=== block 1 ===
**Block 1: congestion heat map**

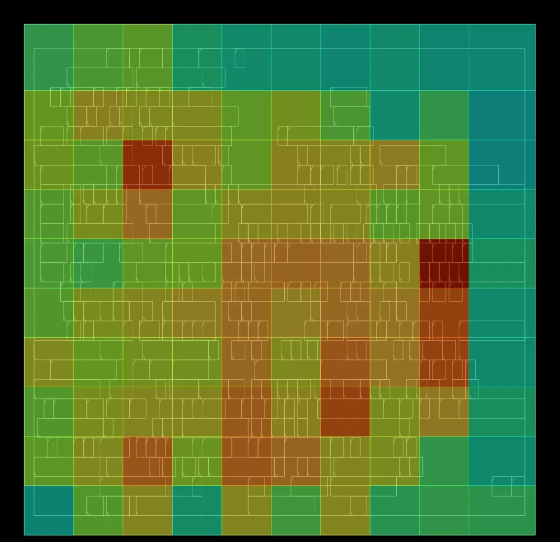

File: src/rtl/click_decoder.sv
// -----------------------------------------------------------------------------
// click_decoder
//
// Classifies one-cycle key pulses into single / double (and optionally triple)
// clicks. A click sequence opens on the first pulse; every later pulse must
// arrive within WIN cycles of the previous one to extend the sequence. When
// the window expires, or the maximum click count is reached, the sequence
// closes. The matching click output is then pulsed for one cycle.
//
// Optional feature macro: CLICK_TRIPLE_EN
//   undefined : a second pulse closes the sequence as a double click;
//               state TWO is unreachable and triple_click is tied to 0.
//   defined   : a second pulse moves to TWO; a third pulse gives a triple
//               click, and a window expiry in TWO gives a double click.
//
// Parameters
//   sim          0: WIN = 25_000_000 cycles (0.25 s at 100 MHz)
//                1: WIN = 8 cycles (simulation)
//
// Ports
//   clk          system clock, rising edge
//   reset        asynchronous reset, active low
//   pulse_in     one-cycle key pulse (held high N cycles = N pulses)
//   single_click one-cycle pulse, single click classified
//   double_click one-cycle pulse, double click classified
//   triple_click one-cycle pulse, triple click classified
//   busy         high while a click sequence is open
//   click_count  saturating count of accepted pulse_in cycles
// -----------------------------------------------------------------------------
module click_decoder #(
    parameter int sim = 0
) (
    input  logic       clk,
    input  logic       reset,
    input  logic       pulse_in,
    output logic       single_click,
    output logic       double_click,
    output logic       triple_click,
    output logic       busy,
    output logic [7:0] click_count
);

    localparam int          WIN      = (sim != 0) ? 8 : 25_000_000;
    localparam logic [24:0] WIN_LAST = 25'(WIN - 1);

    localparam logic [1:0] IDLE = 2'd0;
    localparam logic [1:0] ONE  = 2'd1;
    localparam logic [1:0] TWO  = 2'd2;

    logic [1:0]  state_reg, state_next;
    logic [24:0] cnt_reg, cnt_next;
    logic        single_reg, single_next;
    logic        double_reg, double_next;
    logic [7:0]  count_reg, count_next;
`ifdef CLICK_TRIPLE_EN
    logic        triple_reg, triple_next;
`endif

    // The pulse is tested before the timeout in every state, so a pulse that
    // lands on the last window cycle extends the sequence instead of closing it.
    always_comb begin
        state_next  = state_reg;
        cnt_next    = cnt_reg;
        single_next = 1'b0;
        double_next = 1'b0;
`ifdef CLICK_TRIPLE_EN
        triple_next = 1'b0;
`endif
        case (state_reg)
            IDLE: begin
                if (pulse_in) begin
                    state_next = ONE;
                    cnt_next   = '0;
                end
            end
            ONE: begin
                if (pulse_in) begin
                    cnt_next = '0;
`ifdef CLICK_TRIPLE_EN
                    state_next = TWO;
`else
                    state_next  = IDLE;
                    double_next = 1'b1;
`endif
                end else if (cnt_reg == WIN_LAST) begin
                    state_next  = IDLE;
                    cnt_next    = '0;
                    single_next = 1'b1;
                end else begin
                    cnt_next = cnt_reg + 25'd1;
                end
            end
            TWO: begin
`ifdef CLICK_TRIPLE_EN
                if (pulse_in) begin
                    state_next  = IDLE;
                    cnt_next    = '0;
                    triple_next = 1'b1;
                end else if (cnt_reg == WIN_LAST) begin
                    state_next  = IDLE;
                    cnt_next    = '0;
                    double_next = 1'b1;
                end else begin
                    cnt_next = cnt_reg + 25'd1;
                end
`else
                // Unreachable in this build; recover to IDLE.
                state_next = IDLE;
                cnt_next   = '0;
`endif
            end
            default: begin
                state_next = IDLE;
                cnt_next   = '0;
            end
        endcase
    end

    // Saturating pulse counter, independent of the FSM.
    always_comb begin
        count_next = count_reg;
        if (pulse_in && (count_reg != 8'hFF)) begin
            count_next = count_reg + 8'd1;
        end
    end

    always_ff @(posedge clk or negedge reset) begin
        if (!reset) begin
            state_reg  <= IDLE;
            cnt_reg    <= '0;
            single_reg <= 1'b0;
            double_reg <= 1'b0;
            count_reg  <= '0;
`ifdef CLICK_TRIPLE_EN
            triple_reg <= 1'b0;
`endif
        end else begin
            state_reg  <= state_next;
            cnt_reg    <= cnt_next;
            single_reg <= single_next;
            double_reg <= double_next;
            count_reg  <= count_next;
`ifdef CLICK_TRIPLE_EN
            triple_reg <= triple_next;
`endif
        end
    end

    assign single_click = single_reg;
    assign double_click = double_reg;
`ifdef CLICK_TRIPLE_EN
    assign triple_click = triple_reg;
`else
    assign triple_click = 1'b0;
`endif
    assign busy        = (state_reg != IDLE);
    assign click_count = count_reg;

endmodule

File: config.mk
export PLATFORM = sky130hd
export DESIGN_NAME = click_decoder
export DESIGN_NICKNAME = d
export VERILOG_FILES = /design/src/rtl/click_decoder.sv
export SDC_FILE = /design/constraint.sdc
export NUM_CORES = 1
export LEC_CHECK = 0
export ABC_AREA = 1
export CAP_MARGIN = 10
export CORE_UTILIZATION = 45
export DETAILED_ROUTE_END_ITERATION = 10
export GPL_ROUTABILITY_DRIVEN = 0
export PLACE_DENSITY_LB_ADDON = 0.25
export SYNTH_ARGS = -nofsm -noshare
export SYNTH_HDL_FRONTEND = slang
export SYNTH_SLANG_ARGS = --single-unit
export TNS_END_PERCENT = 5
File: constraint.sdc
create_clock -name clk -period 1.75 [get_ports clk]
set_input_delay 0.525 -clock clk [delete_from_list [all_inputs] [get_ports clk]]
set_output_delay 0.525 -clock clk [all_outputs]
set_load 0.02 [all_outputs]
=== block 2 ===
==> config.mk <==
export PLATFORM = sky130hd
export DESIGN_NAME = tagged_fifo_27
export DESIGN_NICKNAME = d
export VERILOG_FILES = /design/src/rtl/tagged_fifo_27.sv
export SDC_FILE = /design/constraint.sdc
export NUM_CORES = 1
export LEC_CHECK = 0
export CAP_MARGIN = 20
export CORE_UTILIZATION = 63
export DETAILED_ROUTE_END_ITERATION = 12
export PLACE_DENSITY_LB_ADDON = 0.15
export SYNTH_ARGS = -nofsm -noshare
export SYNTH_HDL_FRONTEND = slang
export SYNTH_SLANG_ARGS = --single-unit
==> constraint.sdc <==
create_clock -name clk -period 5.4 [get_ports clk]
set_input_delay 1.62 -clock clk [delete_from_list [all_inputs] [get_ports clk]]
set_output_delay 1.62 -clock clk [all_outputs]
set_load 0.005 [all_outputs]
==> src/rtl/tagged_fifo_27.sv <==
// Tag-demultiplexed FIFO bank: one tagged write stream fans out into FLUX circular
// buffers, read back through a lowest-index-first, first-word-fall-through output.
module tagged_fifo_27 #(
    parameter int unsigned FLUX       = 2,
    parameter int unsigned DEPTH      = 4,
    parameter int unsigned DATA_WIDTH = 27,
`ifdef MONO
    parameter int unsigned TAG_WIDTH  = 0,
`else
    parameter int unsigned TAG_WIDTH  = $clog2(FLUX),
`endif
    localparam int unsigned WIDTH     = DATA_WIDTH + TAG_WIDTH
) (
    input  logic             clk,
    input  logic             rst,
    input  logic             write,
    input  logic [WIDTH-1:0] din,
    output logic [FLUX-1:0]  full,
    input  logic [FLUX-1:0]  read,
    output logic [FLUX-1:0]  empty,
    output logic [WIDTH-1:0] dout,
    output logic             err
);

    localparam int unsigned TW1 = (TAG_WIDTH > 0) ? TAG_WIDTH : 1;
    localparam int unsigned PW  = (DEPTH > 1) ? $clog2(DEPTH) : 1;
    localparam int unsigned CW  = $clog2(DEPTH + 1);

    logic [DATA_WIDTH-1:0] mem_q [FLUX][DEPTH];
    logic [PW-1:0]         wptr_q [FLUX];
    logic [PW-1:0]         wptr_d [FLUX];
    logic [PW-1:0]         rptr_q [FLUX];
    logic [PW-1:0]         rptr_d [FLUX];
    logic [CW-1:0]         cnt_q  [FLUX];
    logic [CW-1:0]         cnt_d  [FLUX];
    logic                  err_q, err_d;

    logic [TW1-1:0]        wr_tag;
    logic [TW1-1:0]        rd_idx;
    logic [DATA_WIDTH-1:0] wr_data;
    logic [DATA_WIDTH-1:0] rd_data;
    logic                  rd_valid;
    logic                  multi_rd;
    logic                  tag_ok;
    logic                  sel_full;
    logic                  sel_empty;
    logic [FLUX-1:0]       push_en;
    logic [FLUX-1:0]       pop_en;

    assign wr_data = din[DATA_WIDTH-1:0];

    generate
        if (TAG_WIDTH == 0) begin : g_notag
            assign wr_tag = '0;
            assign dout   = rd_data;
        end else begin : g_tag
            assign wr_tag = din[WIDTH-1 -: TAG_WIDTH];
            assign dout   = rd_valid ? {rd_idx, rd_data} : '0;
        end
    endgenerate

    // Flags come only from registered counts so upstream can derive write/read from them.
    always_comb begin
        for (int unsigned i = 0; i < FLUX; i++) begin
            full[i]  = (cnt_q[i] == CW'(DEPTH));
            empty[i] = (cnt_q[i] == '0);
        end
    end

    always_comb begin
        rd_valid = |read;
        multi_rd = |(read & (read - FLUX'(1)));
        rd_idx   = '0;
        for (int unsigned i = FLUX; i > 0; i--) begin
            if (read[i-1]) rd_idx = TW1'(i - 1);
        end

        tag_ok    = (32'(wr_tag) < FLUX);
        sel_full  = 1'b0;
        sel_empty = 1'b0;
        rd_data   = '0;
        for (int unsigned i = 0; i < FLUX; i++) begin
            if (wr_tag == TW1'(i)) sel_full = full[i];
            if (rd_idx == TW1'(i)) sel_empty = empty[i];
            if (rd_valid && rd_idx == TW1'(i)) rd_data = mem_q[i][rptr_q[i]];
            push_en[i] = write && tag_ok && (wr_tag == TW1'(i)) && !full[i];
            pop_en[i]  = rd_valid && (rd_idx == TW1'(i)) && !empty[i];
        end

        err_d = err_q
              | (write && (!tag_ok || sel_full))
              | (rd_valid && sel_empty)
              | multi_rd;
    end

    always_comb begin
        for (int unsigned i = 0; i < FLUX; i++) begin
            wptr_d[i] = wptr_q[i];
            rptr_d[i] = rptr_q[i];
            cnt_d[i]  = cnt_q[i];
            if (push_en[i])
                wptr_d[i] = (wptr_q[i] == PW'(DEPTH - 1)) ? '0 : wptr_q[i] + PW'(1);
            if (pop_en[i])
                rptr_d[i] = (rptr_q[i] == PW'(DEPTH - 1)) ? '0 : rptr_q[i] + PW'(1);
            case ({push_en[i], pop_en[i]})
                2'b10:   cnt_d[i] = cnt_q[i] + CW'(1);
                2'b01:   cnt_d[i] = cnt_q[i] - CW'(1);
                default: cnt_d[i] = cnt_q[i];
            endcase
        end
    end

    always_ff @(posedge clk or posedge rst) begin
        if (rst) begin
            for (int unsigned i = 0; i < FLUX; i++) begin
                wptr_q[i] <= '0;
                rptr_q[i] <= '0;
                cnt_q[i]  <= '0;
            end
            err_q <= 1'b0;
        end else begin
            for (int unsigned i = 0; i < FLUX; i++) begin
                wptr_q[i] <= wptr_d[i];
                rptr_q[i] <= rptr_d[i];
                cnt_q[i]  <= cnt_d[i];
            end
            err_q <= err_d;
        end
    end

    // Storage is deliberately left out of reset; only pointers and counts define validity.
    always_ff @(posedge clk) begin
        for (int unsigned i = 0; i < FLUX; i++) begin
            if (push_en[i]) mem_q[i][wptr_q[i]] <= wr_data;
        end
    end

    assign err = err_q;

endmodule

**Block 2: selected gate families**

Bar = 20 um.
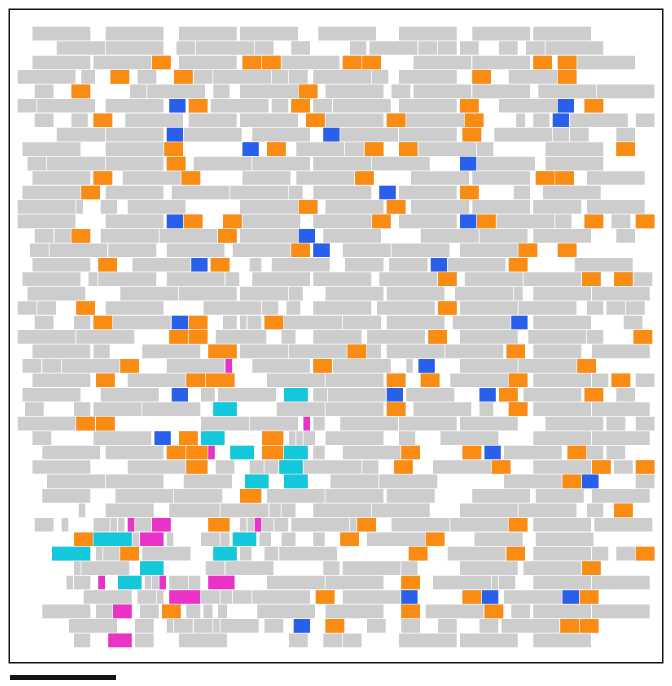
| color | family | cells |
|---|---|---|
| magenta | NOR gates | 13 |
| orange | multiplexers | 119 |
| cyan | adder and majority cells | 14 |
| blue | AND-OR and OR-AND gates | 27 |

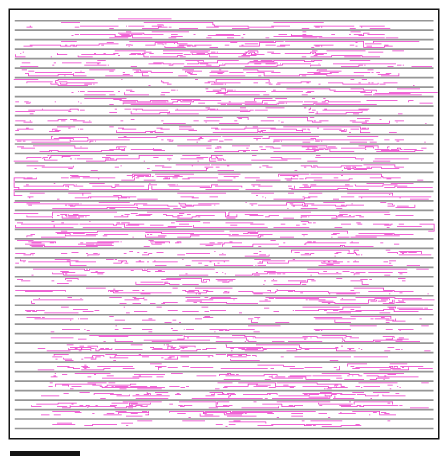
**Above:** block 2 (signal wires on met1).
Bar = 20 um. Supply wires on this layer in gray.
nets with wire on the layer: 578
wire length on this layer: 7180 um
share of all routed wire: 42%
longest straight run: 41.4 um
main direction: horizontal

==> run notes, block 2 <==
Synthesis and place-and-route results.

- Per the cell usage report, the commonest logic cells after layout are sky130_fd_sc_hd__edfxtp_1, sky130_fd_sc_hd__mux2i_1, sky130_fd_sc_hd__clkdlybuf4s50_1, sky130_fd_sc_hd__o22a_1, sky130_fd_sc_hd__o221ai_1.
- The first global-routing pass estimated 25.7 mm of wire.
- According to the finish report, the design has a final net count of 627.
- The power report lists the combinational group at 1410 uW.
- For this design the top-level I/O count stands at 66.
- The flow ran to the end, and the final reports show no timing, DRC or antenna violations.
- For this run, the detailed router reports a per-instance via density of 5.98.
- The global-route met2 utilization is 40.6%.
- Summed over all sequential cells, the power is 2390 uW.
- The share of total power dissipated in the clock network is 31.0%.
- The number of tap instances is 180.
- Cells fill 78.0% of the core in the end.
- The switching power is 1490 uW.
- The most frequent cell after synthesis is sky130_fd_sc_hd__edfxtp_1.
- Setup repair after global routing left no endpoint under its margin.
- In the routed design, unresolved DRC markers number 0.
- The combinational fraction of the cell area is 19.5%.
block 2: registers in the layout (all words and copies together) (netlist names):
name and flops:
cnt_q 6, mem_q 216, wptr_q 4, err 1, rptr_q 4
block 2: logic make-up (layout without fill, tap and decap cells):
kind of cell	after synthesis	in the layout	synth area share, %
AND-OR/OR-AND	57	57	5.34
XOR/XNOR	6	6	0.572
adder cells (fa/ha/maj)	14	14	2.07
buffers and inverters	37	142	2.14
flip-flops	231	231	74.7
multiplexers	119	119	13.2
AND/OR/NAND/NOR	28	28	2.03
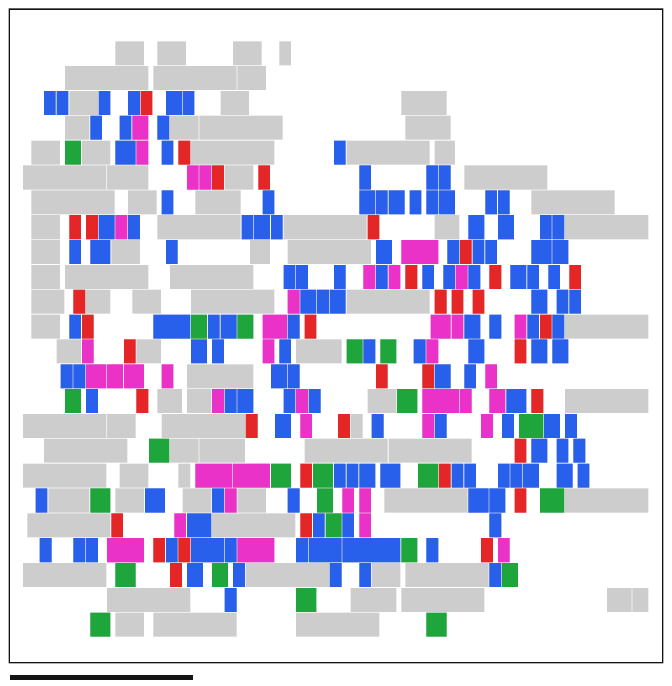
**Above:** block 1 (selected gate families).
Bar = 20 um.
| color | family | cells |
|---|---|---|
| magenta | NOR gates | 40 |
| green | inverting AOI/OAI gates | 23 |
| blue | NAND gates | 134 |
| red | inverters | 36 |

About 'congestion heat map' of block 1:
highest-utilization routing layer at the global route stage: met2
total routing usage reported by global routing: 20.5%

==> run notes, block 1 <==
Synthesis and place-and-route results.

- The flow ran to the end, and the final reports show no timing, DRC or antenna violations.
- The post-route standard cell area excluding fillers is 0.00249 mm2.
- The final instance count without filler cells is 371.
- The largest net degree at the start of global routing is 37.
- The average instance in the mapped netlist occupies 7.42 um2.
- The initial standard-cell utilization of the core is 48.4%.
- STA classifies the critical path endpoint as an output port.
- After technology mapping, the gate count stands at 292.
- The cell chosen for the clock root is sky130_fd_sc_hd__clkbuf_8.
- The main area contributors are sky130_fd_sc_hd__dfrtp_1, sky130_fd_sc_hd__nand2_1, sky130_fd_sc_hd__nand3_1, sky130_fd_sc_hd__inv_1, sky130_fd_sc_hd__xor2_1.
- The number of fill cells in the layout is 418.
- The group that draws the most power in this run is sequential cells.
- The CTS tree is yes.
- The report lists the power per cell area as 858 mW/mm2.
- The worst register-to-register path has a setup slack of 0.16 ns.
- Setup repair after global routing left no endpoint under its margin.
- The number of placed cells counting well taps is 363.
- The sequential area share after synthesis is 41.6%.
- Looking at the critical path, the highest net fanout was 5.
- For reference, compound AND-OR and OR-AND cells occupy 6.12% of the area reported after synthesis.
- After layout, the design draws a total of 2140 uW.
- The routed wire length on met2 is 2.08 mm.
- The flow reports an fmax of 626 MHz.
- The worst VDD IR drop from the latest analysis is 526 uV.
- The wire length of the first global-routing pass is 7.97 mm.
## block 1: placed cells by master (no fill, tap or decap), drive strengths merged
cell type      count
nor2              36
xor2              12
dlygate4sd2       11
clkdlybuf4s50      1
nand4              2
nand3b             1
o22ai             10
clkbuf             8
a21oi              2
o21ai              9
nor3               3
nor3b              1
or2                2
dfrtp             36
inv               35
xnor2              3
nand2             97
nand3             34
buf               10
o21bai             2
conb               1
clkinv             1
ha                 2
## block 1: final cells by class
cell class	count	area share, %
inverters	36	5.42
multi-input cells	217	44.6
flip-flops and latches	36	36.1
repair buffers	22	7.67
clock buffers	8	3.61
well taps	52	2.61

==> notes/layouts.md <==
Pictures saved along the way, in no particular order.

Layout detail.
image #1
Bar = 10 um. Region (31, 0) to (71, 40) um. Cells in gray, sequential cells in the stronger gray; small squares are vias.
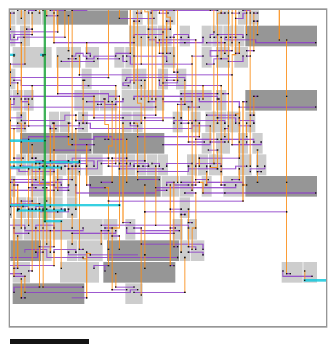
image #2
Bar = 10 um. Region (72, 11) to (112, 51) um. Cells in gray, sequential cells in the stronger gray; small squares are vias.
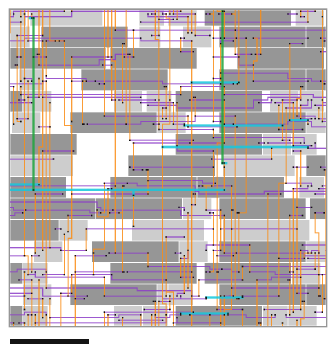
- largest die: image #2
| from | picture |
|---|---|
| block 2 | image #2 |
| block 1 | image #1 |

Key to image #2:
| color | layer |
|---|---|
| orange | metal 2 |
| green | metal 4 |
| cyan | metal 3 |
| purple | metal 1 |
sequential cells in the window: 28
cells with their middle in the window: 67
netlist names of flops here include: mem_q (28)
most frequent: edfxtp_1 (28), mux2i_1 (19), o22a_1 (7)



==> screenshots <==
Met3 routing.
Bar = 20 um. Cells faint in the background.
panel A
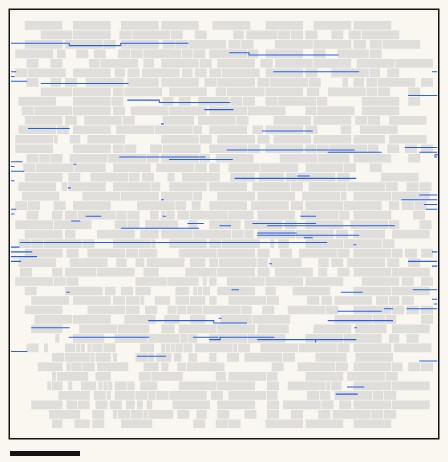
panel B
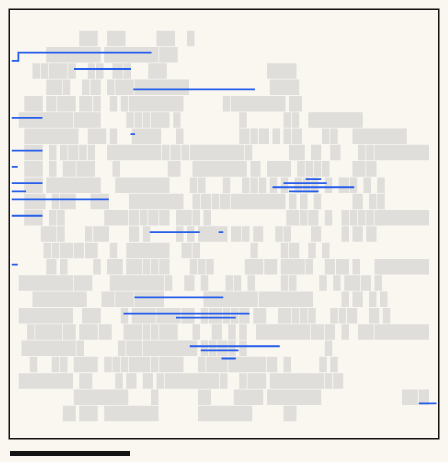
Of these, largest die: panel A
For block 2, see panel A.
For block 1, see panel B.

No activity file was given, so power comes from the tool's default toggle rates.
